# imem_port_sched

Figure 1. Signal wires on met1 (imem_port_sched).
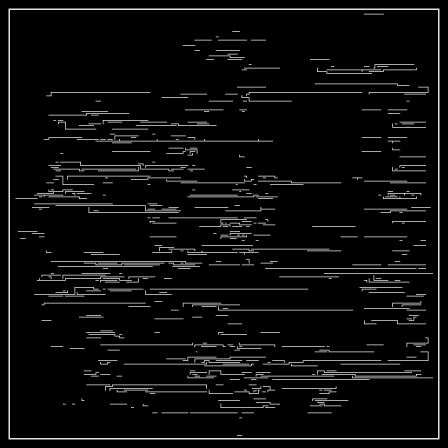
==> src/rtl/imem_port_sched.sv <==
// imem_port_sched: shares the single instruction-memory port between the program loader and fetch,
// holding the CPU in reset while a program streams in.
module imem_port_sched #(
   parameter int MAXMEMORY = 4095,
   parameter int AW        = 16
) (
   input  logic          clk,
   input  logic          reset,
   input  logic          ld_valid,
   input  logic [15:0]   ld_data,
   input  logic          ld_last,
   output logic          ld_ready,
   input  logic          rl_req,
   input  logic          f_req,
   input  logic [AW-1:0] f_addr,
   output logic          f_valid,
   output logic [15:0]   f_rdata,
   output logic [AW-1:0] mem_addr,
   output logic [15:0]   mem_wdata,
   output logic          mem_we,
   input  logic [15:0]   mem_rdata,
   output logic          cpu_hold,
   output logic [AW-1:0] load_count,
   output logic          fault
);
   typedef enum logic [1:0] {LOAD, RUN, FAULT} state_t;
   localparam logic [AW-1:0] MAX_A = AW'(MAXMEMORY);
   state_t        state_q, state_d;
   logic [AW-1:0] load_count_q, load_count_d;
   logic          f_valid_q, f_valid_d, fault_q, fault_d;
   logic [15:0]   f_rdata_q, f_rdata_d;
   // reset gates the handshake so nothing is accepted or written while it is held low
   assign ld_ready   = reset && !rl_req && state_q == LOAD;
   assign mem_we     = ld_valid && ld_ready;
   assign mem_addr   = state_q == RUN ? f_addr : load_count_q;
   assign mem_wdata  = ld_data;
   assign cpu_hold   = state_q != RUN;
   assign load_count = load_count_q;
   assign f_valid    = f_valid_q;
   assign f_rdata    = f_rdata_q;
   assign fault      = fault_q;
   always_comb begin
      state_d      = state_q;
      load_count_d = load_count_q;
      f_valid_d    = 1'b0;
      f_rdata_d    = f_rdata_q;
      fault_d      = fault_q;
      if (rl_req) begin
         state_d      = LOAD;
         load_count_d = '0;
         fault_d      = 1'b0;
      end else if (mem_we) begin
         load_count_d = load_count_q + AW'(1);
         if (ld_last) state_d = RUN;
         else if (load_count_q == MAX_A) begin
            state_d = FAULT;
            fault_d = 1'b1;
         end
      end else if (state_q == RUN && f_req) begin
         f_valid_d = 1'b1;
         f_rdata_d = f_addr <= MAX_A ? mem_rdata : 16'h0000;
         fault_d   = fault_q || f_addr > MAX_A;
      end
   end
   always_ff @(posedge clk or negedge reset) begin
      if (!reset) begin
         state_q      <= LOAD;
         load_count_q <= '0;
         f_valid_q    <= 1'b0;
         f_rdata_q    <= '0;
         fault_q      <= 1'b0;
      end else begin
         state_q      <= state_d;
         load_count_q <= load_count_d;
         f_valid_q    <= f_valid_d;
         f_rdata_q    <= f_rdata_d;
         fault_q      <= fault_d;
      end
   end
endmodule
==> config.mk <==
export PLATFORM = sky130hd
export DESIGN_NAME = imem_port_sched
export DESIGN_NICKNAME = d
export VERILOG_FILES = /design/src/rtl/imem_port_sched.sv
export SDC_FILE = /design/constraint.sdc
export NUM_CORES = 1
export LEC_CHECK = 0
export ABC_CLOCK_PERIOD_IN_PS = 1910
export CORE_MARGIN = 2
export CORE_UTILIZATION = 30
export CTS_BUF_LIST = sky130_fd_sc_hd__clkbuf_16
export DETAILED_ROUTE_END_ITERATION = 7
export DONT_BUFFER_PORTS = 1
export MAX_ROUTING_LAYER = met4
export PLACE_DENSITY_LB_ADDON = 0.05
export SLEW_MARGIN = 10
export SYNTH_ARGS = -nofsm -noshare
export SYNTH_HDL_FRONTEND = slang
export SYNTH_SLANG_ARGS = --single-unit
export TNS_END_PERCENT = 5
==> constraint.sdc <==
create_clock -name clk -period 1.91 [get_ports clk]
set_clock_uncertainty 0.1 [all_clocks]
set_input_delay 0.191 -clock clk [delete_from_list [all_inputs] [get_ports clk]]
set_output_delay 0.191 -clock clk [all_outputs]
set_load 0.01 [all_outputs]
==> results.py <==
# Synthesis and PnR figures
metrics = {
    "global_route": {
        "use_met3_pct": 4.35,
        "use_met1_pct": 17.3,
        "grt_pass1_wl_mm": 8.27,
    },
    "synth": {
        "synth.net_count": 227,
        "ys_sh_aoi_pct": 12.6,
        "ys_cells": 172,
        "logic_family": "simple AND/OR/NAND/NOR gates",
    },
    "floorplanning": {
        "num_rows": 28,
        "die_w_um": 83.6,
    },
    "route": {
        "drc": 0,
        "wl_met3_um": 445,
    },
    "final_layout": {
        "sh_comb_area_pct": 34.4,
        "insertedDiodeCount": 0,
    },
    "worst_setup_path": {
        "cp_max_fo": 4,
        "cp_slowest_cell": "dfrtp_1",
    },
    "outcome": {
        "status": "finished, final reports clean",
    },
    "power": {
        "comb_cell_power_mw": 0.164,
    },
    "place": {
        "placed_area_um2": 2020,
        "dpl.cell_count": 248,
    },
    "hold_path": {
        "min_to": "load_count[1]",
    },
}
Notes on Figure 1 above:
- main direction: horizontal
- longest straight run: 34.5 um
- share of all routed wire: 40%

## state kept, by name, indices dropped and copies added (netlist names)
register / flops
f_rdata: 16
f_valid: 1
fault: 1
load_count: 16
state_q: 2
## metrics by stage
step | setup TNS [ns] | hold slack [ns]
after global routing | -0.179 | 0.0214
after global placement | 0 | -0.204
after CTS | 0 | 0.000880
after floorplan | 0 | -0.205
after detailed placement | 0 | -0.204
final | 0 | 0.00447
## timing repair
action,in CTS,in global routing
hold buffers,20,0
resized,2,11
gates cloned,0,1
setup endpoints to repair,14,17
pin swaps,0,10
setup buffers,0,3
hold endpoints to repair,69,0
## synth_stat cells (all sizes together) (2+ instances only)
library cell,count,area [um^2]
nand4,5,31.3
buf,20,145
and4,5,43.8
mux2,16,180
nand2,5,18.8
or3,2,12.5
nand3,8,52.6
inv,5,18.8
o31ai,3,22.5
nand2b,2,12.5
and3,2,12.5
xor2,7,61.3
a21oi,5,25.0
or4,6,48.8
a22o,16,140
nor2,12,45.0
dfrtp,36,901
o21ai,5,25.0
clkbuf,4,15.0

# match_controller

**src/rtl/pong_pkg.sv**
```systemverilog
// Shared Pong game-flow definitions: FSM state codes, score width, winner codes,
// and the saturating score increment.
package pong_pkg;

  localparam int SCORE_W = 4;

  localparam logic [1:0] ST_IDLE  = 2'd0;
  localparam logic [1:0] ST_PLAY  = 2'd1;
  localparam logic [1:0] ST_PAUSE = 2'd2;
  localparam logic [1:0] ST_OVER  = 2'd3;

  localparam logic [1:0] WIN_NONE = 2'b00;
  localparam logic [1:0] WIN_P1   = 2'b01;
  localparam logic [1:0] WIN_P2   = 2'b10;

  function automatic logic [SCORE_W-1:0] sat_inc(input logic [SCORE_W-1:0] s);
    return (s == '1) ? s : s + SCORE_W'(1);
  endfunction

endpackage

```
**src/rtl/frame_timer.sv**
```systemverilog
// 8-bit frame-tick counter. Counts enabled ticks and pulses o_done on the tick
// that reaches i_target, restarting from zero so it can also pace a blink.
module frame_timer (
  input  logic       i_clk,
  input  logic       i_reset,
  input  logic       i_clear,
  input  logic       i_enable,
  input  logic       i_tick,
  input  logic [7:0] i_target,
  output logic       o_done
);

  logic [7:0] count;
  logic [7:0] count_inc;

  assign count_inc = count + 8'd1;
  // Independent of i_clear: the owner derives its clear from this done.
  assign o_done    = i_enable & i_tick & (count_inc == i_target);

  always_ff @(posedge i_clk) begin
    if (i_reset) begin
      count <= 8'd0;
    end else if (i_clear) begin
      count <= 8'd0;
    end else if (i_enable && i_tick) begin
      count <= o_done ? 8'd0 : count_inc;
    end
  end

endmodule

```
**src/rtl/match_controller.sv**
```systemverilog
// Pong match sequencer: owns both scores, serves the ball, pauses between points,
// and blinks the winner's score once a match is decided.
//
//   state    | meaning
//   ---------+-----------------------------------------------------------
//   ST_IDLE  | ball held, waiting for a serve button edge
//   ST_PLAY  | ball moving, point pulses update the score
//   ST_PAUSE | ball held for SERVE_FRAMES frame ticks, then re-served
//   ST_OVER  | match won, winner digit blinks until the next serve edge
module match_controller
  import pong_pkg::*;
#(
  parameter int WIN_SCORE    = 9,
  parameter int SERVE_FRAMES = 60,
  parameter int FLASH_FRAMES = 30
) (
  input  logic               i_clk,
  input  logic               i_reset,
  input  logic               i_frame_tick,
  input  logic               i_point1,
  input  logic               i_point2,
  input  logic               i_serve,
  output logic [SCORE_W-1:0] o_score1,
  output logic [SCORE_W-1:0] o_score2,
  output logic               o_ball_enable,
  output logic               o_ball_reset,
  output logic               o_serve_dir,
  output logic [1:0]         o_winner,
  output logic               o_flash
);

  localparam logic [SCORE_W-1:0] WIN_T   = SCORE_W'(WIN_SCORE);
  localparam logic [7:0]         SERVE_T = 8'(SERVE_FRAMES);
  localparam logic [7:0]         FLASH_T = 8'(FLASH_FRAMES);

  logic [1:0]         state;
  logic [1:0]         state_nx;
  logic               serve_q;
  logic               serve_rise;
  logic               only_p1;
  logic               only_p2;
  logic [SCORE_W-1:0] score1_inc;
  logic [SCORE_W-1:0] score2_inc;
  logic               timer_clear;
  logic               timer_en;
  logic               timer_done;
  logic [7:0]         timer_target;
  logic               entering;

  assign serve_rise = i_serve & ~serve_q;
  assign only_p1    = i_point1 & ~i_point2;
  assign only_p2    = i_point2 & ~i_point1;
  assign score1_inc = sat_inc(o_score1);
  assign score2_inc = sat_inc(o_score2);

  always_comb begin
    state_nx = state;
    case (state)
      ST_IDLE:  if (serve_rise) state_nx = ST_PLAY;
      ST_PLAY: begin
        if (only_p1)      state_nx = (score1_inc == WIN_T) ? ST_OVER : ST_PAUSE;
        else if (only_p2) state_nx = (score2_inc == WIN_T) ? ST_OVER : ST_PAUSE;
        else if (i_point1 && i_point2) state_nx = ST_PAUSE;
      end
      ST_PAUSE: if (timer_done) state_nx = ST_PLAY;
      ST_OVER:  if (serve_rise) state_nx = ST_IDLE;
      default:  state_nx = ST_IDLE;
    endcase
  end

  assign timer_en     = (state == ST_PAUSE) || (state == ST_OVER);
  assign timer_target = (state == ST_OVER) ? FLASH_T : SERVE_T;
  assign timer_clear  = (state_nx != state);
  assign entering     = (state_nx != state) && (state_nx != ST_IDLE);

  frame_timer u_frame_timer (
    .i_clk    (i_clk),
    .i_reset  (i_reset),
    .i_clear  (timer_clear),
    .i_enable (timer_en),
    .i_tick   (i_frame_tick),
    .i_target (timer_target),
    .o_done   (timer_done)
  );

  always_ff @(posedge i_clk) begin
    if (i_reset) begin
      state         <= ST_IDLE;
      serve_q       <= 1'b0;
      o_score1      <= '0;
      o_score2      <= '0;
      o_ball_enable <= 1'b0;
      o_ball_reset  <= 1'b0;
      o_serve_dir   <= 1'b0;
      o_winner      <= WIN_NONE;
      o_flash       <= 1'b0;
    end else begin
      state         <= state_nx;
      serve_q       <= i_serve;
      o_ball_enable <= (state_nx == ST_PLAY);
      // A back-to-back transition reuses the recenter already in flight.
      o_ball_reset  <= entering && !o_ball_reset;
      case (state)
        ST_PLAY: begin
          if (only_p1) begin
            o_score1    <= score1_inc;
            o_serve_dir <= 1'b1;
            if (score1_inc == WIN_T) begin
              o_winner <= WIN_P1;
              o_flash  <= 1'b1;
            end
          end else if (only_p2) begin
            o_score2    <= score2_inc;
            o_serve_dir <= 1'b0;
            if (score2_inc == WIN_T) begin
              o_winner <= WIN_P2;
              o_flash  <= 1'b1;
            end
          end
        end
        ST_OVER: begin
          if (serve_rise) begin
            o_score1 <= '0;
            o_score2 <= '0;
            o_winner <= WIN_NONE;
            o_flash  <= 1'b0;
          end else if (timer_done) begin
            o_flash <= ~o_flash;
          end
        end
        default: ;
      endcase
    end
  end

endmodule

```
**config.mk**
```make
export PLATFORM = sky130hd
export DESIGN_NAME = match_controller
export DESIGN_NICKNAME = d
export VERILOG_FILES = /design/src/rtl/pong_pkg.sv /design/src/rtl/frame_timer.sv /design/src/rtl/match_controller.sv
export SDC_FILE = /design/constraint.sdc
export NUM_CORES = 1
export LEC_CHECK = 0
export CAP_MARGIN = 20
export CORE_UTILIZATION = 40
export CTS_CLUSTER_SIZE = 14
export DETAILED_ROUTE_END_ITERATION = 6
export SLEW_MARGIN = 10
export SYNTH_ARGS = -nofsm -noshare
export SYNTH_HDL_FRONTEND = slang
export SYNTH_SLANG_ARGS = --single-unit
export TNS_END_PERCENT = 50
```
**constraint.sdc**
```tcl
create_clock -name i_clk -period 2.55 [get_ports i_clk]
set_input_delay 0.6375 -clock i_clk [delete_from_list [all_inputs] [get_ports i_clk]]
set_output_delay 0.6375 -clock i_clk [all_outputs]
set_load 0.03 [all_outputs]
```
Figure 2. Routing congestion (match_controller).
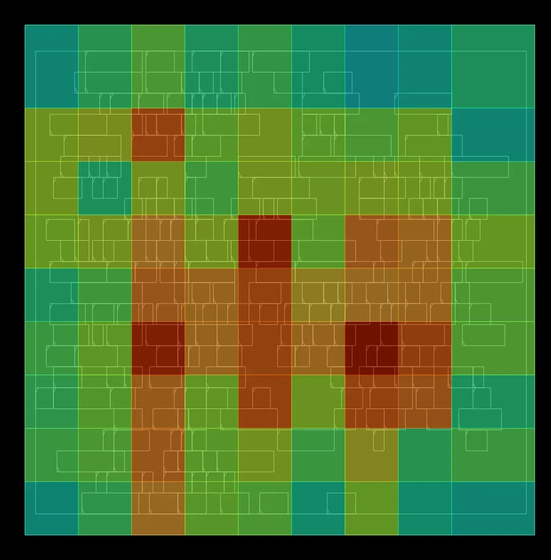
GRT busiest layer: met2
met2 Use GR: 33.7%
met1 global-route usage: 24.7%
GRT Util Overall: 19.7%
GR Util met3: 3.28%

Figure 3. Signal wires on met1 (match_controller).
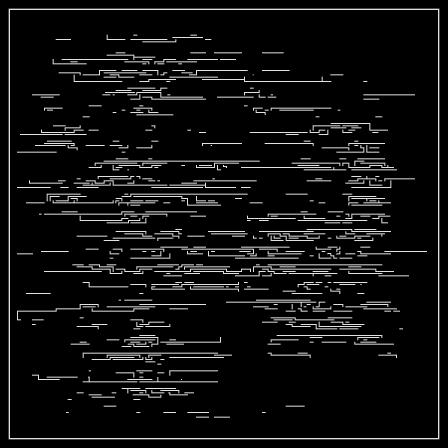
- nets with wire on the layer: 236
- longest straight run: 23.9 um
- share of all routed wire: 44%

==> results.py <==
# Synthesis and PnR figures
metrics = {
    "worst_setup_path": {
        "cp-start-kind": "flip-flop",
        "cp_max_fo": 6,
        "ff2ff_path_depth": 7,
    },
    "synth": {
        "synth.net_count": 219,
        "edf_count": 0,
        "avgSynthCellArea_um2": 7.98,
    },
    "power": {
        "pwr-share-comb_pct": 21.1,
        "power_mw": 0.844,
        "p_sw_mw": 0.249,
        "p_int_mw": 0.595,
        "power_leader": "sequential cells",
        "pwr-share-seq_pct": 49.2,
        "clkPwrFrac_pct": 29.7,
    },
    "outcome": {
        "status": "finished, final reports clean",
    },
    "floorplanning": {
        "num_rows": 22,
        "die_w_um": 65.9,
    },
    "cts": {
        "cts_tree": "built",
        "cts_root_buf": "clkbuf_8",
        "cts.sinks": 25,
    },
    "final_layout": {
        "layoutNonFillerInstCount": 284,
    },
    "sta": {
        "finClkSkew_ns": 0.00947,
        "fin_ws_ns": 0.183,
    },
}
==> logic make-up after synthesis <==
kind of cell	count (synthesis)	share of synthesized area, %
and+or+nand+nor	102	34.0
xor gates and xnor gates	8	4.28
AOI/OAI and AO/OA	44	19.6
DFF	25	30.6
adders and majority gates	8	6.12
buffers and inverters	16	4.13
muxes	2	1.22
==> flip-flops by register name, summed over array words and instances, names as in the netlist <==
signal	count
o_ball_enable	1
o_ball_reset	1
o_flash	1
o_score1	4
o_score2	4
o_serve_dir	1
o_winner	2
serve_q	1
state	2
u_frame_timer.count	8
==> worst min-delay path, stage by stage (launching register included) <==
cell and delay, ns:
dfxtp_1 0.32, o21ai_0 0.07, a21oi_1 0.06
==> layout make-up <==
cell class | instances | area, um^2
Fill cell | 364 | 1730
Tap cell | 48 | 60.1
Clock inverter | 1 | 7.51
Timing Repair Buffer | 35 | 315
Multi-Input combinational cell | 164 | 1120
Clock buffer | 3 | 41.3
Sequential cell | 25 | 500
Inverter | 8 | 30.0
==> final timing paths <==
kind,slack (ns),endpoint
worst min-delay path,0.48,o_serve_dir
worst max-delay path,0.18,o_ball_reset
worst max register to register,0.18,o_ball_reset
worst min register to register,0.48,o_serve_dir

# ps2_key_decoder_flat

Figure 4. Signal wires on met1 (ps2_key_decoder_flat).
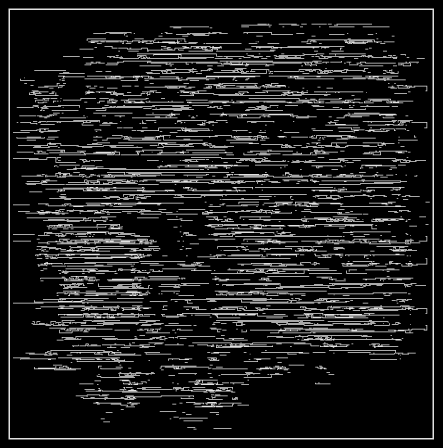
Figure 5. Signal wires on met2 (ps2_key_decoder_flat).
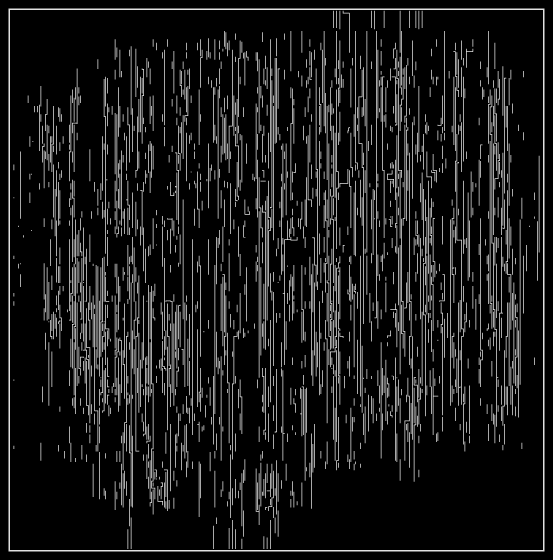
Figure 6. Metal 3 (ps2_key_decoder_flat).
The bar under the picture is 50 um long. Cells faint in the background.
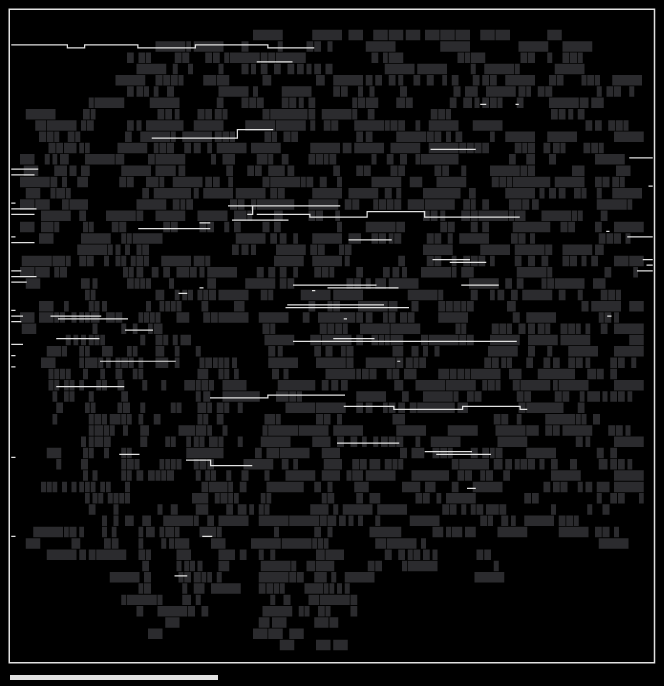
$ cat src/rtl/ps2_key_decoder_if.sv
// rtl/ps2_key_decoder_if.sv - scan byte input and key event output handshake bundle
interface ps2_key_decoder_if;
  logic [7:0] in_data;
  logic       in_valid;
  logic       out_valid;
  logic       out_ready;
  logic [7:0] out_ascii;
  logic [7:0] out_scan;
  logic       out_ext;
  logic       out_repeat;

  modport master (
    output in_data, in_valid, out_ready,
    input  out_valid, out_ascii, out_scan, out_ext, out_repeat
  );

  modport slave (
    input  in_data, in_valid, out_ready,
    output out_valid, out_ascii, out_scan, out_ext, out_repeat
  );
endinterface

$ cat src/rtl/ps2_key_decoder.sv
// rtl/ps2_key_decoder.sv - PS/2 set-2 scan code parser with modifier tracking and key event FIFO
module ps2_key_decoder #(
  parameter int FIFO_DEPTH    = 8,
  parameter int CNT_W         = 8,
  parameter int REPEAT_FILTER = 1
) (
  input  logic                        clk,
  input  logic                        clrn,
  ps2_key_decoder_if.slave            bus,
  output logic                        shift_flag,
  output logic                        ctrl_flag,
  output logic                        caps_flag,
  output logic [CNT_W-1:0]            key_count,
  output logic [$clog2(FIFO_DEPTH):0] fifo_level,
  output logic                        overflow
);

  localparam int AW = $clog2(FIFO_DEPTH);

  typedef enum logic [1:0] {IDLE, EXT, BRK, EXT_BRK} state_t;

  typedef struct packed {
    logic       rep;
    logic       ext;
    logic [7:0] scan;
    logic [7:0] ascii;
  } event_t;

  state_t           state_q, state_d;
  logic [3:0]       mods_q, mods_d;          // {rctrl, lctrl, rshift, lshift}
  logic             caps_q, caps_d;
  logic             caps_held_q, caps_held_d;
  logic             held_valid_q, held_valid_d;
  logic [8:0]       held_q, held_d;          // {ext, code} of last non-modifier press
  logic [CNT_W-1:0] count_q, count_d;
  logic             evt_valid_q, evt_valid_d;
  event_t           evt_q, evt_d;
  event_t           mem_q [FIFO_DEPTH];
  event_t           mem_d [FIFO_DEPTH];
  logic [AW-1:0]    wr_ptr_q, wr_ptr_d;
  logic [AW-1:0]    rd_ptr_q, rd_ptr_d;
  logic [AW:0]      level_q, level_d;
  logic             ovf_q, ovf_d;

  logic       is_make, is_brk, ev_ext;
  logic [7:0] ev_code, ev_ascii;
  logic       k_lshift, k_rshift, k_lctrl, k_rctrl, k_caps, k_fake, k_mod, same_key;
  logic       push, pop, full, do_push;

  function automatic logic [7:0] to_ascii(input logic [7:0] code, input logic shift,
                                          input logic caps);
    logic [7:0] r;
    r = 8'h00;
    case (code)
      8'h1C: r = "a";  8'h32: r = "b";  8'h21: r = "c";  8'h23: r = "d";
      8'h24: r = "e";  8'h2B: r = "f";  8'h34: r = "g";  8'h33: r = "h";
      8'h43: r = "i";  8'h3B: r = "j";  8'h42: r = "k";  8'h4B: r = "l";
      8'h3A: r = "m";  8'h31: r = "n";  8'h44: r = "o";  8'h4D: r = "p";
      8'h15: r = "q";  8'h2D: r = "r";  8'h1B: r = "s";  8'h2C: r = "t";
      8'h3C: r = "u";  8'h2A: r = "v";  8'h1D: r = "w";  8'h22: r = "x";
      8'h35: r = "y";  8'h1A: r = "z";
      8'h16: r = shift ? "!" : "1";
      8'h1E: r = shift ? "@" : "2";
      8'h26: r = shift ? "#" : "3";
      8'h25: r = shift ? "$" : "4";
      8'h2E: r = shift ? "%" : "5";
      8'h36: r = shift ? "^" : "6";
      8'h3D: r = shift ? "&" : "7";
      8'h3E: r = shift ? "*" : "8";
      8'h46: r = shift ? "(" : "9";
      8'h45: r = shift ? ")" : "0";
      8'h29: r = 8'h20;
      8'h5A: r = 8'h0D;
      8'h66: r = 8'h08;
      default: r = 8'h00;
    endcase
    // Only letters react to caps; digit rows above were already resolved by shift alone.
    if (r >= "a" && r <= "z" && (shift ^ caps)) r = r - 8'h20;
    return r;
  endfunction

  always_comb begin
    state_d      = state_q;
    mods_d       = mods_q;
    caps_d       = caps_q;
    caps_held_d  = caps_held_q;
    held_valid_d = held_valid_q;
    held_d       = held_q;
    count_d      = count_q;
    evt_valid_d  = 1'b0;
    evt_d        = evt_q;
    is_make      = 1'b0;
    is_brk       = 1'b0;
    ev_ext       = 1'b0;
    ev_code      = bus.in_data;

    if (bus.in_valid) begin
      case (state_q)
        IDLE: begin
          if (bus.in_data == 8'hE0)      state_d = EXT;
          else if (bus.in_data == 8'hF0) state_d = BRK;
          else                           is_make = 1'b1;
        end
        EXT: begin
          if (bus.in_data == 8'hF0) state_d = EXT_BRK;
          else begin
            is_make = 1'b1;
            ev_ext  = 1'b1;
            state_d = IDLE;
          end
        end
        BRK: begin
          is_brk  = 1'b1;
          state_d = IDLE;
        end
        default: begin
          is_brk  = 1'b1;
          ev_ext  = 1'b1;
          state_d = IDLE;
        end
      endcase
    end

    k_lshift = !ev_ext && ev_code == 8'h12;
    k_rshift = !ev_ext && ev_code == 8'h59;
    k_lctrl  = !ev_ext && ev_code == 8'h14;
    k_rctrl  =  ev_ext && ev_code == 8'h14;
    k_caps   = !ev_ext && ev_code == 8'h58;
    k_fake   =  ev_ext && (ev_code == 8'h12 || ev_code == 8'h59);
    k_mod    = k_lshift | k_rshift | k_lctrl | k_rctrl | k_caps | k_fake;
    same_key = held_valid_q && held_q == {ev_ext, ev_code};
    ev_ascii = ev_ext ? 8'h00 : to_ascii(ev_code, |mods_q[1:0], caps_q);

    if (is_make || is_brk) begin
      if (k_mod) begin
        if (k_lshift) mods_d[0] = is_make;
        if (k_rshift) mods_d[1] = is_make;
        if (k_lctrl)  mods_d[2] = is_make;
        if (k_rctrl)  mods_d[3] = is_make;
        if (k_caps) begin
          if (is_make && !caps_held_q) caps_d = !caps_q;
          caps_held_d = is_make;
        end
      end else if (is_make) begin
        if (same_key) begin
          if (REPEAT_FILTER == 0) begin
            evt_valid_d = 1'b1;
            evt_d       = {1'b1, ev_ext, ev_code, ev_ascii};
          end
        end else begin
          held_valid_d = 1'b1;
          held_d       = {ev_ext, ev_code};
          count_d      = count_q + CNT_W'(1);
          evt_valid_d  = 1'b1;
          evt_d        = {1'b0, ev_ext, ev_code, ev_ascii};
        end
      end else if (same_key) begin
        held_valid_d = 1'b0;
      end
    end
  end

  // Events are staged one cycle in evt_q, so the FIFO push happens on the edge after acceptance.
  always_comb begin
    push     = evt_valid_q;
    pop      = (level_q != '0) && bus.out_ready;
    full     = level_q == (AW+1)'(FIFO_DEPTH);
    do_push  = push && (!full || pop);
    ovf_d    = ovf_q | (push && full && !pop);
    mem_d    = mem_q;
    wr_ptr_d = wr_ptr_q;
    rd_ptr_d = rd_ptr_q;
    level_d  = level_q;
    if (do_push) begin
      mem_d[wr_ptr_q] = evt_q;
      wr_ptr_d        = wr_ptr_q + AW'(1);
    end
    if (pop) rd_ptr_d = rd_ptr_q + AW'(1);
    if (do_push && !pop)      level_d = level_q + (AW+1)'(1);
    else if (!do_push && pop) level_d = level_q - (AW+1)'(1);
  end

  always_ff @(posedge clk) begin
    if (clrn) begin
      state_q      <= IDLE;
      mods_q       <= '0;
      caps_q       <= 1'b0;
      caps_held_q  <= 1'b0;
      held_valid_q <= 1'b0;
      held_q       <= '0;
      count_q      <= '0;
      evt_valid_q  <= 1'b0;
      evt_q        <= '0;
      mem_q        <= '{default: '0};
      wr_ptr_q     <= '0;
      rd_ptr_q     <= '0;
      level_q      <= '0;
      ovf_q        <= 1'b0;
    end else begin
      state_q      <= state_d;
      mods_q       <= mods_d;
      caps_q       <= caps_d;
      caps_held_q  <= caps_held_d;
      held_valid_q <= held_valid_d;
      held_q       <= held_d;
      count_q      <= count_d;
      evt_valid_q  <= evt_valid_d;
      evt_q        <= evt_d;
      mem_q        <= mem_d;
      wr_ptr_q     <= wr_ptr_d;
      rd_ptr_q     <= rd_ptr_d;
      level_q      <= level_d;
      ovf_q        <= ovf_d;
    end
  end

  assign bus.out_valid  = level_q != '0;
  assign bus.out_ascii  = mem_q[rd_ptr_q].ascii;
  assign bus.out_scan   = mem_q[rd_ptr_q].scan;
  assign bus.out_ext    = mem_q[rd_ptr_q].ext;
  assign bus.out_repeat = mem_q[rd_ptr_q].rep;
  assign shift_flag     = |mods_q[1:0];
  assign ctrl_flag      = |mods_q[3:2];
  assign caps_flag      = caps_q;
  assign key_count      = count_q;
  assign fifo_level     = level_q;
  assign overflow       = ovf_q;

endmodule

$ cat src/flat_wrapper.sv
// flat-port wrapper written by rule: the top's interface ports become plain ports
module ps2_key_decoder_flat 
#(
  parameter int FIFO_DEPTH    = 8,
  parameter int CNT_W         = 8,
  parameter int REPEAT_FILTER = 1
)
  (clk, clrn, shift_flag, ctrl_flag, caps_flag, key_count, fifo_level, overflow, bus_in_data, bus_in_valid, bus_out_ready, bus_out_valid, bus_out_ascii, bus_out_scan, bus_out_ext, bus_out_repeat);
  ps2_key_decoder_if bus_i ();
  input  logic clk;
  input  logic clrn;
  output logic shift_flag;
  output logic ctrl_flag;
  output logic caps_flag;
  output logic [CNT_W-1:0] key_count;
  output logic [$clog2(FIFO_DEPTH):0] fifo_level;
  output logic overflow;
  input wire logic [$bits(bus_i.in_data)-1:0] bus_in_data;
  input wire logic [$bits(bus_i.in_valid)-1:0] bus_in_valid;
  input wire logic [$bits(bus_i.out_ready)-1:0] bus_out_ready;
  output wire logic [$bits(bus_i.out_valid)-1:0] bus_out_valid;
  output wire logic [$bits(bus_i.out_ascii)-1:0] bus_out_ascii;
  output wire logic [$bits(bus_i.out_scan)-1:0] bus_out_scan;
  output wire logic [$bits(bus_i.out_ext)-1:0] bus_out_ext;
  output wire logic [$bits(bus_i.out_repeat)-1:0] bus_out_repeat;
  assign bus_i.in_data = bus_in_data;
  assign bus_i.in_valid = bus_in_valid;
  assign bus_i.out_ready = bus_out_ready;
  assign bus_out_valid = bus_i.out_valid;
  assign bus_out_ascii = bus_i.out_ascii;
  assign bus_out_scan = bus_i.out_scan;
  assign bus_out_ext = bus_i.out_ext;
  assign bus_out_repeat = bus_i.out_repeat;
  ps2_key_decoder #(.FIFO_DEPTH(FIFO_DEPTH), .CNT_W(CNT_W), .REPEAT_FILTER(REPEAT_FILTER)) u_core (.clk(clk), .clrn(clrn), .bus(bus_i), .shift_flag(shift_flag), .ctrl_flag(ctrl_flag), .caps_flag(caps_flag), .key_count(key_count), .fifo_level(fifo_level), .overflow(overflow));
endmodule
$ cat config.mk
export PLATFORM = sky130hd
export DESIGN_NAME = ps2_key_decoder_flat
export DESIGN_NICKNAME = d
export VERILOG_FILES = /design/src/rtl/ps2_key_decoder_if.sv /design/src/rtl/ps2_key_decoder.sv /design/src/flat_wrapper.sv
export SDC_FILE = /design/constraint.sdc
export NUM_CORES = 1
export LEC_CHECK = 0
export ABC_AREA = 1
export CORE_AREA = 2 2 153 155
export DETAILED_ROUTE_END_ITERATION = 8
export DIE_AREA = 0 0 155 157
export PLACE_DENSITY = 0.56
export SLEW_MARGIN = 20
export SYNTH_ARGS = -nofsm -noshare
export SYNTH_HDL_FRONTEND = slang
export SYNTH_SLANG_ARGS = --single-unit
$ cat constraint.sdc
create_clock -name clk -period 3.52 [get_ports clk]
set_clock_uncertainty 0.15 [all_clocks]
set_input_delay 0.352 -clock clk [delete_from_list [all_inputs] [get_ports clk]]
set_output_delay 0.352 -clock clk [all_outputs]
set_load 0.01 [all_outputs]
==> results.py <==
# Synthesis and PnR figures
metrics = {
    "sta": {
        "hold_violations": 0,
        "tightestPinTransition_ns": 1.05,
        "fin_crit_ns": 3.15,
    },
    "worst_setup_path": {
        "cp_max_fo": 51,
    },
    "route": {
        "vias": 8094,
        "post_drt_wl_per_cell_um": 15.5,
    },
    "synth": {
        "simple_gate_area_share_pct": 16.5,
        "synthXorXnorAreaFrac_pct": 0.786,
        "avgSynthCellArea_um2": 6.92,
        "ys_chip_area_um2": 8910,
    },
    "place": {
        "port-buffer-count": 45,
    },
    "power": {
        "p_sw_share_pct": 34.0,
        "comb_cell_power_mw": 1.49,
    },
    "flow_run": {
        "warning_count": 26,
    },
    "outcome": {
        "status": "finished, final reports clean",
    },
    "cts": {
        "cts.clk_slew.worst_paths_ns": 0.07,
        "cts_root_buf": "clkbuf_16",
    },
    "final_layout": {
        "most-common-layout-cells": "221 x a21oi_1, 205 x o21ai_0, 181 x dfxtp_1",
    },
}
About Figure 4:
- wire length on this layer: 11900 um
- main direction: horizontal

About Figure 5:
- nets with wire on the layer: 937
- main direction: vertical
- wire length on this layer: 11700 um

About Figure 6:
- main direction: horizontal
- wire length on this layer: 743 um
- nets with wire on the layer: 53

path summary, 6_finish.rpt:
path / start / to / cells after the start
hold reg to reg: u_core.mem_q[127] / u_core.mem_q[127] / 2
setup reg to reg: u_core.fifo_level[0] / u_core.fifo_level[3] / 16
setup / recovery: u_core.rd_ptr_q[0] / bus_out_scan[5] / 6
hold / removal: u_core.mem_q[127] / u_core.mem_q[127] / 2
Yosys cell counts (all sizes together) (2+ instances only):
cell type	number	share of area (%)
xnor2	5	0.49
inv	184	7.8
nor2	99	4.5
dfxtp	182	41
nand2	172	7.6
o21a	2	0.17
a221oi	17	1.7
or2	2	0.14
a21oi	221	12
buf	25	1.6
o21ai	220	12
and3	3	0.21
clkbuf	56	2.4
o211ai	2	0.17
nand3b	3	0.25
nor3	10	0.56
nand3	32	2.0
ha	7	0.98
a31oi	19	1.3
clkinv	4	0.17
nand4	11	1.1
a211oi	2	0.17
xor2	3	0.29
metal layers:
metal | track usage (%) | wire length, um
met2 | 35.6 | 11700
met4 | 5.60 | 336
met3 | 3.50 | 743
met5 | 0 | 0
met1 | 27.2 | 11900

# operand_delay_line

Figure 7. Signal wires on met1 (operand_delay_line).
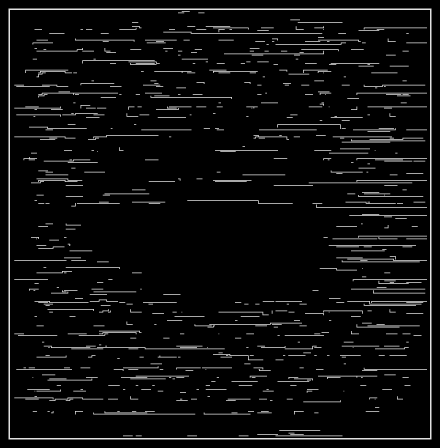
Figure 8. Signal wires on met2 (operand_delay_line).
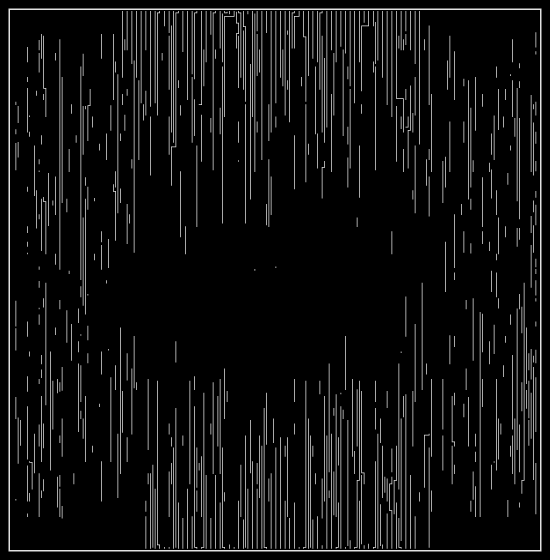
`config.mk`:
```
export PLATFORM = sky130hd
export DESIGN_NAME = operand_delay_line
export DESIGN_NICKNAME = d
export VERILOG_FILES = /design/src/rtl/adder_pkg.sv /design/src/rtl/operand_delay_line.sv
export SDC_FILE = /design/constraint.sdc
export NUM_CORES = 1
export LEC_CHECK = 0
export CORE_AREA = 3 3 102 104
export CTS_BUF_LIST = sky130_fd_sc_hd__clkbuf_4 sky130_fd_sc_hd__clkbuf_8
export DETAILED_ROUTE_END_ITERATION = 10
export DIE_AREA = 0 0 105 107
export PLACE_DENSITY = 0.76
export SYNTH_ARGS = -nofsm -noshare
export SYNTH_HDL_FRONTEND = slang
export SYNTH_SLANG_ARGS = --single-unit
```
`constraint.sdc`:
```
create_clock -name clk -period 0.9 [get_ports clk]
set_clock_uncertainty 0.2 [all_clocks]
set_input_delay 0.135 -clock clk [delete_from_list [all_inputs] [get_ports clk]]
set_output_delay 0.135 -clock clk [all_outputs]
set_load 0.03 [all_outputs]
```
`src/rtl/adder_pkg.sv`:
```
// Shared types and reference arithmetic for the fast_adder checker.
// Latency: none (types and a pure function only).
// Backpressure: not applicable.
package adder_pkg;

    localparam int ADDER_W = 64;

    localparam logic OP_ADD = 1'b1;
    localparam logic OP_SUB = 1'b0;

    typedef enum logic [1:0] {
        IDLE  = 2'd0,
        ARMED = 2'd1,
        ALARM = 2'd2
    } state_t;

    typedef struct packed {
        logic [ADDER_W-1:0] p;
        logic [ADDER_W-1:0] q;
        logic               cin;
        logic               operation;
    } operand_t;

    // Subtract treats cin as borrow-in, so carry out = 1 means no borrow.
    function automatic logic [ADDER_W:0] calc_expected(input operand_t op);
        logic [ADDER_W:0] a;
        logic [ADDER_W:0] b;
        logic [ADDER_W:0] c;
        a = {1'b0, op.p};
        if (op.operation == OP_ADD) begin
            b = {1'b0, op.q};
            c = {{ADDER_W{1'b0}}, op.cin};
        end else begin
            b = {1'b0, ~op.q};
            c = {{ADDER_W{1'b0}}, ~op.cin};
        end
        return a + b + c;
    endfunction

endpackage

```
`src/rtl/operand_delay_line.sv`:
```
// Delays operand sets to line up with the adder's output.
// Latency: LATENCY cycles from in_vld to out_vld.
// Backpressure: none; accepts one set per cycle, bubbles shift through.
module operand_delay_line
    import adder_pkg::*;
#(
    parameter int LATENCY = 1
) (
    input  logic     clk,
    input  logic     rst,
    input  logic     in_vld,
    input  operand_t in_dat,
    output logic     out_vld,
    output operand_t out_dat
);

    logic [LATENCY-1:0] vld_q;
    operand_t           dat_q [LATENCY];

    always_ff @(posedge clk) begin
        if (rst) begin
            vld_q <= '0;
        end else begin
            vld_q[0] <= in_vld;
            for (int i = 1; i < LATENCY; i++) begin
                vld_q[i] <= vld_q[i-1];
            end
        end
    end

    // Payload needs no reset: it is only looked at when its valid bit is set.
    always_ff @(posedge clk) begin
        dat_q[0] <= in_dat;
        for (int i = 1; i < LATENCY; i++) begin
            dat_q[i] <= dat_q[i-1];
        end
    end

    assign out_vld = vld_q[LATENCY-1];
    assign out_dat = dat_q[LATENCY-1];

endmodule

```
==> results.py <==
# Synthesis and PnR figures
metrics = {
    "outcome": {
        "status": "finished with violations",
        "violations": "hold timing, setup timing",
    },
    "final_layout": {
        "layout.cells.most_common": "clkdlybuf4s50_1",
    },
    "synth": {
        "edf_count": 0,
        "ff_type": "dfxtp_1",
        "yosys.cell_count.top_type": "dfxtp_1",
        "ys_warn_count": 0,
        "adder_share_pct": 0,
        "top_area_share_pct": 99.5,
        "synthArstFlopShare_pct": 0,
    },
    "global_route": {
        "grt_antenna_before_repair": 0,
    },
    "sta": {
        "hold_violations": 125,
        "setup_viol": 131,
        "hold_ws_ns": -0.0410,
        "fin_ws_ns": -0.317,
    },
    "cts": {
        "cts_tree": "built",
        "cts.clk_slew.worst_paths_ns": 0.07,
    },
    "hold_path": {
        "hp-start": "in_dat[11]",
    },
    "worst_setup_path": {
        "crit_path_end_kind": "output port",
        "cp_max_fo": 1,
        "cp_slowest_cell": "dfxtp_2",
    },
    "power": {
        "p_int_mw": 10.7,
        "clkPwrFrac_pct": 40.0,
    },
    "route": {
        "drc": 0,
        "drt_pre_antenna_iters": 4,
        "drt_iter0_drc": 40,
    },
    "flow_run": {
        "warning_count": 30,
    },
}
## Picture notes: Figure 7
- share of all routed wire: 31%
- longest straight run: 32.7 um

## Picture notes: Figure 8
- wire length on this layer: 4720 um
- main direction: vertical
- share of all routed wire: 54%
- longest straight run: 45.6 um

[per-stage QoR]
step	setup WS (ns)	util [%]	total power, mW
2_1_floorplan	0.106	-	6.96
3_3_place_gp	-0.101	54.5	8.12
3_5_place_dp	-0.0952	54.5	8.14
4_1_cts	-0.360	65.7	14.0
5_1_grt	-0.381	65.7	14.4
6_report	-0.317	65.7	13.8
[state kept, by name, summed over array words and instances (netlist names)]
| register | cells |
|---|---|
| out_vld | 1 |
| dat_q | 130 |
[routing by layer]
metal	share of wire (%)	GRT usage [%]	up-vias
met2	54	27.8	158
met3	13	10.2	13
met4	1.9	7.03	0
met5	0	0	-
li1	-	-	971
met1	31	13.4	917
[power by group through the flow]
stage	Combinational (mW)	Clock, mW	Sequential, mW
6_report	1.96	5.53	6.34
5_1_grt	2.03	5.96	6.36
4_1_cts	1.97	5.69	6.34
3_5_place_dp	1.79	0	6.35
3_3_place_gp	1.77	0	6.35
2_1_floorplan	0.00393	0	6.96
[cell type report]
type	count	area (um^2)
timing repair buffer	263	2900
tap	133	166
multi-input combinational	1	13.8
clock buffer	24	318
fill	697	3310
clock inverter	8	146
sequential	131	2790

# instr_fetch_unit

$ cat config.mk
export PLATFORM = sky130hd
export DESIGN_NAME = instr_fetch_unit
export DESIGN_NICKNAME = d
export VERILOG_FILES = /design/src/rtl/fetch_pkg.sv /design/src/rtl/fetch_fifo.sv /design/src/rtl/instr_fetch_unit.sv
export SDC_FILE = /design/constraint.sdc
export NUM_CORES = 1
export LEC_CHECK = 0
export CAP_MARGIN = 30
export CORE_UTILIZATION = 48
export DETAILED_ROUTE_END_ITERATION = 16
export PLACE_DENSITY = 0.7
export SYNTH_ARGS = -nofsm -noshare
export SYNTH_HDL_FRONTEND = slang
export SYNTH_HIERARCHICAL = 1
export SYNTH_SLANG_ARGS = --single-unit
$ cat constraint.sdc
create_clock -name clk_i -period 3.4 [get_ports clk_i]
set_input_delay 0.68 -clock clk_i [delete_from_list [all_inputs] [get_ports clk_i]]
set_output_delay 0.68 -clock clk_i [all_outputs]
set_load 0.01 [all_outputs]
$ cat src/rtl/fetch_pkg.sv
// fetch_pkg: shared constants and the queue entry type for the fetch stage.
// Build option FETCH_MISALIGN_EN adds a misaligned flag to each entry.
package fetch_pkg;
    localparam logic [31:0] NOP_INSTR        = 32'h0000_0013;
    localparam logic [31:0] DEFAULT_RESET_PC = 32'h0000_0000;

    typedef struct packed {
        logic [31:0] pc;
        logic [31:0] instr;
`ifdef FETCH_MISALIGN_EN
        logic        misaligned;
`endif
    } fetch_entry_t;
endpackage

$ cat src/rtl/fetch_fifo.sv
// fetch_fifo: circular prefetch queue of fetch_entry_t with flush.
// Ports: clk_i/rst_ni (async active-low), push_i/din_i write, pop_i read,
// flush_i empties the queue (a push in the same cycle lands as the sole
// entry), full_o/empty_o status, head_o current head (last head while empty).
// Build option FETCH_MISALIGN_EN only changes the entry width.
module fetch_fifo
    import fetch_pkg::*;
#(
    parameter int DEPTH = 4
) (
    input  logic         clk_i,
    input  logic         rst_ni,
    input  logic         push_i,
    input  logic         pop_i,
    input  logic         flush_i,
    input  fetch_entry_t din_i,
    output logic         full_o,
    output logic         empty_o,
    output fetch_entry_t head_o
);
    localparam int AW = $clog2(DEPTH);

    fetch_entry_t   r_mem [DEPTH];
    fetch_entry_t   r_hold;
    logic [AW-1:0]  r_wptr, r_rptr;
    logic [AW:0]    r_count;

    assign full_o  = r_count == (AW+1)'(DEPTH);
    assign empty_o = r_count == '0;
    // While empty, present the last head so decode-side outputs hold.
    assign head_o  = empty_o ? r_hold : r_mem[r_rptr];

    always_ff @(posedge clk_i or negedge rst_ni) begin
        if (!rst_ni) begin
            r_wptr  <= '0;
            r_rptr  <= '0;
            r_count <= '0;
            r_hold  <= '0;
            for (int k = 0; k < DEPTH; k++) r_mem[k] <= '0;
        end else begin
            r_hold <= head_o;
            if (flush_i) begin
                r_rptr  <= '0;
                r_wptr  <= push_i ? AW'(1) : '0;
                r_count <= push_i ? (AW+1)'(1) : '0;
                if (push_i) r_mem[0] <= din_i;
            end else begin
                if (push_i) begin
                    r_mem[r_wptr] <= din_i;
                    r_wptr        <= r_wptr + AW'(1);
                end
                if (pop_i) r_rptr <= r_rptr + AW'(1);
                r_count <= r_count + (AW+1)'(push_i) - (AW+1)'(pop_i);
            end
        end
    end
endmodule

$ cat src/rtl/instr_fetch_unit.sv
// instr_fetch_unit: front-end fetch stage; drives the icache word address,
// queues {pc, instr} pairs and hands them to decode with valid/ready.
// Ports: clk_i, rst_ni (async active-low); instr_cache_address_o/_data_i
// combinational icache read; redirect_i/redirect_pc_i flush and restart;
// instr_valid_o/instr_o/instr_pc_o/instr_ready_i decode handshake.
// Build option FETCH_MISALIGN_EN adds instr_misaligned_o: a misaligned
// redirect enqueues a flagged NOP and halts fetch until the next redirect.
module instr_fetch_unit
    import fetch_pkg::*;
#(
    parameter logic [31:0] RESET_PC = DEFAULT_RESET_PC,
    parameter int          DEPTH    = 4
) (
    input  logic        clk_i,
    input  logic        rst_ni,
    output logic [31:2] instr_cache_address_o,
    input  logic [31:0] instr_cache_data_i,
    input  logic        redirect_i,
    input  logic [31:0] redirect_pc_i,
    output logic        instr_valid_o,
    output logic [31:0] instr_o,
    output logic [31:0] instr_pc_o,
`ifdef FETCH_MISALIGN_EN
    output logic        instr_misaligned_o,
`endif
    input  logic        instr_ready_i
);
    logic [31:0]  r_pc;
    logic         w_pop, w_push, w_full, w_empty;
    fetch_entry_t w_din, w_head;

    assign w_pop = !w_empty && instr_ready_i;

`ifdef FETCH_MISALIGN_EN
    logic r_halt;
    logic w_mis;
    assign w_mis  = redirect_i && |redirect_pc_i[1:0];
    // The flagged NOP rides in with the flush; normal fetch stops while halted.
    assign w_push = w_mis || (!redirect_i && !r_halt && (!w_full || w_pop));
    assign w_din  = w_mis ? '{pc: redirect_pc_i, instr: NOP_INSTR, misaligned: 1'b1}
                          : '{pc: r_pc, instr: instr_cache_data_i, misaligned: 1'b0};
    assign instr_misaligned_o = w_head.misaligned;

    always_ff @(posedge clk_i or negedge rst_ni) begin
        if (!rst_ni) r_halt <= 1'b0;
        else if (redirect_i) r_halt <= w_mis;
    end
`else
    assign w_push = !redirect_i && (!w_full || w_pop);
    assign w_din  = '{pc: r_pc, instr: instr_cache_data_i};
`endif

    always_ff @(posedge clk_i or negedge rst_ni) begin
        if (!rst_ni) r_pc <= RESET_PC;
        else if (redirect_i) r_pc <= redirect_pc_i & ~32'd3;
        else if (w_push) r_pc <= r_pc + 32'd4;
    end

    fetch_fifo #(.DEPTH(DEPTH)) u_fifo (
        .clk_i   (clk_i),
        .rst_ni  (rst_ni),
        .push_i  (w_push),
        .pop_i   (w_pop),
        .flush_i (redirect_i),
        .din_i   (w_din),
        .full_o  (w_full),
        .empty_o (w_empty),
        .head_o  (w_head)
    );

    assign instr_cache_address_o = r_pc[31:2];
    assign instr_valid_o         = !w_empty;
    assign instr_o               = w_head.instr;
    assign instr_pc_o            = w_head.pc;
endmodule
Figure 9. Metal 3 (instr_fetch_unit).
The bar under the picture is 50 um long. Cells faint in the background.
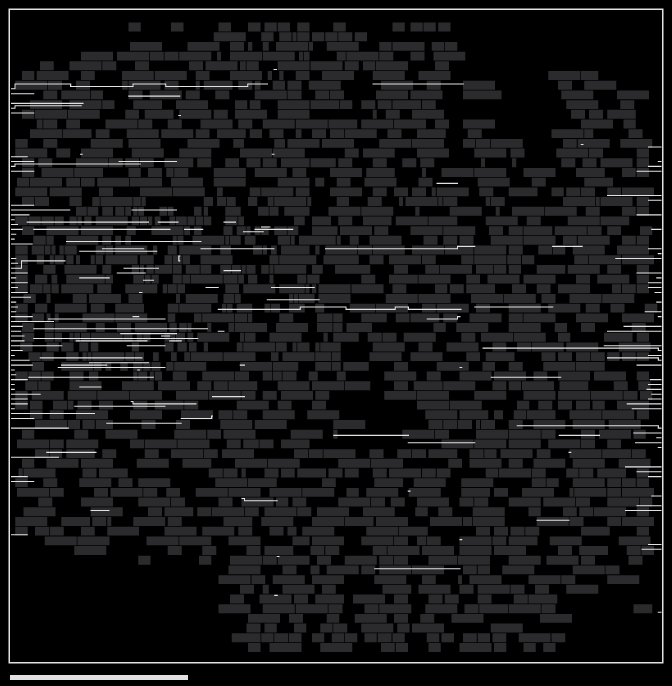
- wire length on this layer: 1780 um
- longest straight run: 49.2 um

Figure 10. Routing congestion (instr_fetch_unit).
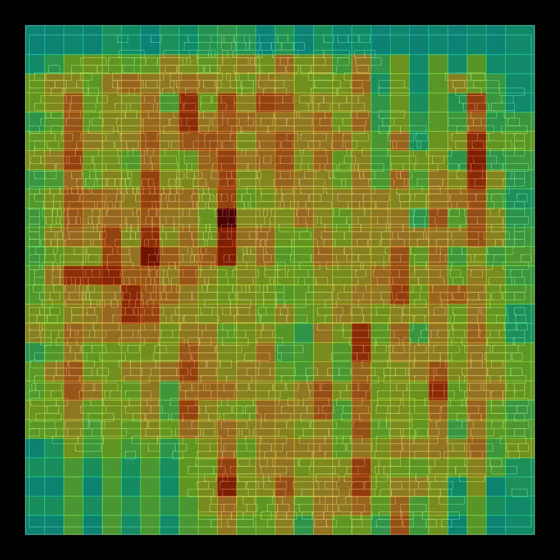
GR Util met3: 3.73%
met1 global-route usage: 30.2%
Util after Layout: 60.4%

==> results.py <==
# Synthesis and PnR figures
metrics = {
    "route": {
        "top_layer": "met4",
        "post_drt_wl_per_cell_um": 20.9,
        "wl_met2_mm": 16.6,
        "vias": 9444,
        "finalWirelength_mm": 34.7,
    },
    "synth": {
        "yosysTopAreaCell": "dfrtp_1",
        "ys_types": 55,
        "top_area_share_pct": 56.8,
        "synth_seq_share_pct": 56.8,
        "ff_type": "dfrtp_1",
        "avgSynthCellArea_um2": 15.4,
    },
    "sta": {
        "hold_ws_ns": 0.171,
        "tightestPinTransition_ns": 0.887,
    },
    "floorplanning": {
        "coreArea_um2": 31900,
        "num_rows": 65,
    },
    "final_layout": {
        "post_route_cells_drive_above_1_share_pct": 39.8,
        "layout.cells.most_common": "dfrtp_1",
        "most-common-layout-cells": "355 x dfrtp_1, 322 x mux2_2, 158 x clkdlybuf4s50_1",
    },
    "outcome": {
        "status": "finished, final reports clean",
    },
    "place": {
        "post-place-ws_ns": 0.492,
    },
    "power": {
        "p_sw_share_pct": 28.5,
        "powerDensity_nw_per_um2": 927,
        "pwr-share-comb_pct": 37.7,
        "power_leader": "sequential cells",
        "ir_drop_v": 0.000491,
    },
    "worst_setup_path": {
        "cp-start-kind": "flip-flop",
    },
    "global_route": {
        "grtUsageTotal_pct": 21.3,
    },
}
Figure 11. Signal wires on met1 (instr_fetch_unit).
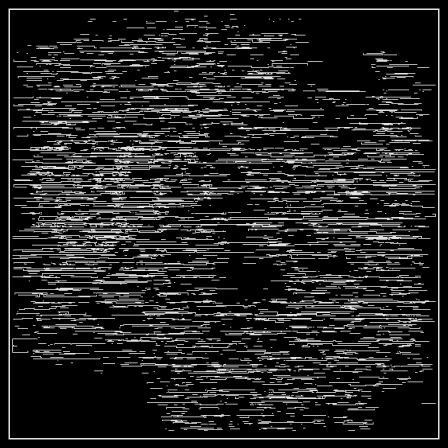
- main direction: horizontal
- wire length on this layer: 15900 um
- share of all routed wire: 46%
- nets with wire on the layer: 1159
- longest straight run: 51.5 um

-- cell type report --
cell class,count,area [um^2]
clock buffer,59,1140
timing repair buffer,196,2070
multi-input combinational,594,6440
fill,2482,12600
sequential,357,8940
inverter,13,48.8
clock inverter,6,80.1
tap,435,544
-- worst max-delay path: stages, from the launching register on --
cell and delay [ns]:
dfrtp_4 0.50, buf_16 0.25, mux4_2 0.54, mux2_2 0.31, clkdlybuf4s50_1 0.50
-- layer usage --
metal	GRT usage, %	up-vias
met2	34.6	233
met5	0	-
met3	3.73	44
met4	4.47	0
li1	-	4179
met1	30.2	4988
-- how the worst max path moves through the flow --
stage,startpoint,to,slack (ns),cells past startpoint
global route,u_fifo/r_rptr[0],instr_pc_o[25],0.002,4
detailed placement,instr_ready_i,r_pc[31],0.49,6
finish,u_fifo/r_rptr[0],instr_pc_o[24],0.10,4
CTS,u_fifo/r_rptr[0],instr_pc_o[2],0.002,4
floorplan,u_fifo/r_count[1],u_fifo/r_count[2],0.52,13
global placement,instr_ready_i,r_pc[31],0.51,6


==> gallery <==
Routing congestion.
picture 1
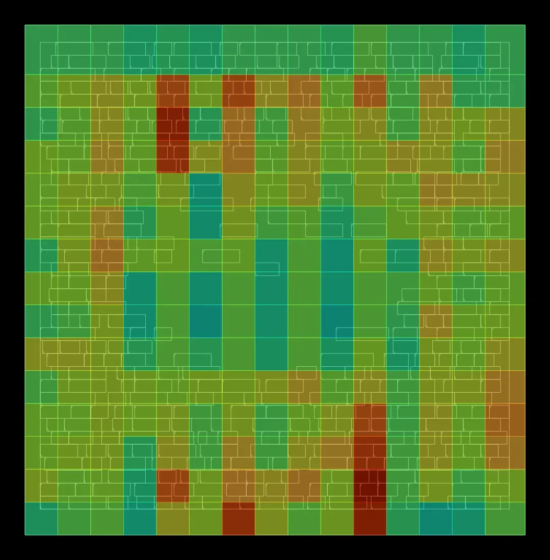
picture 2
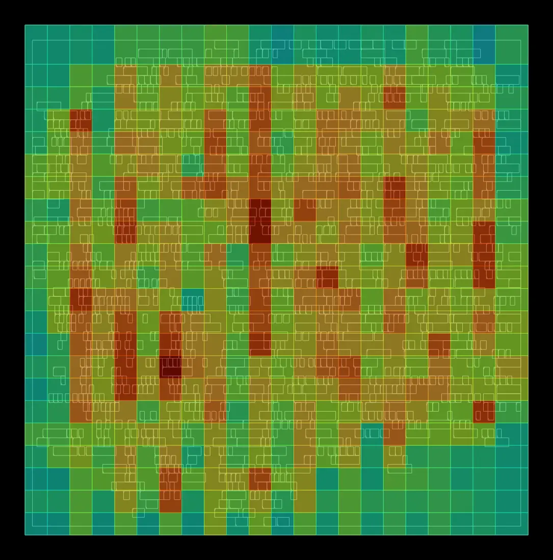
picture 3
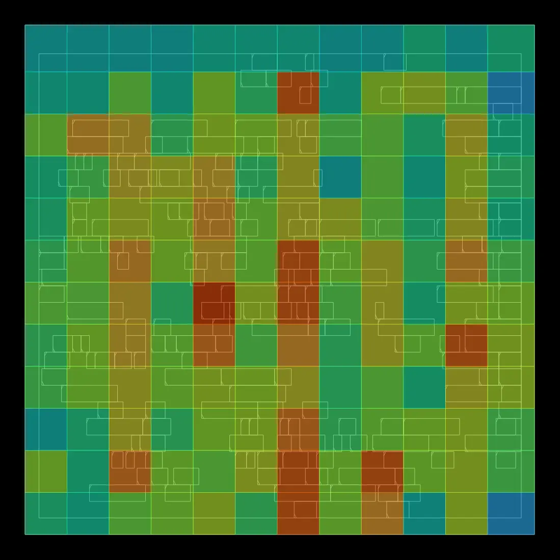
Picture 1 comes from operand_delay_line.
Picture 3 comes from imem_port_sched.
Picture 2 comes from ps2_key_decoder_flat.
The one with the highest utilization is picture 1.
The one with the most wire per cell is picture 3.

No activity file was given, so power comes from the tool's default toggle rates.
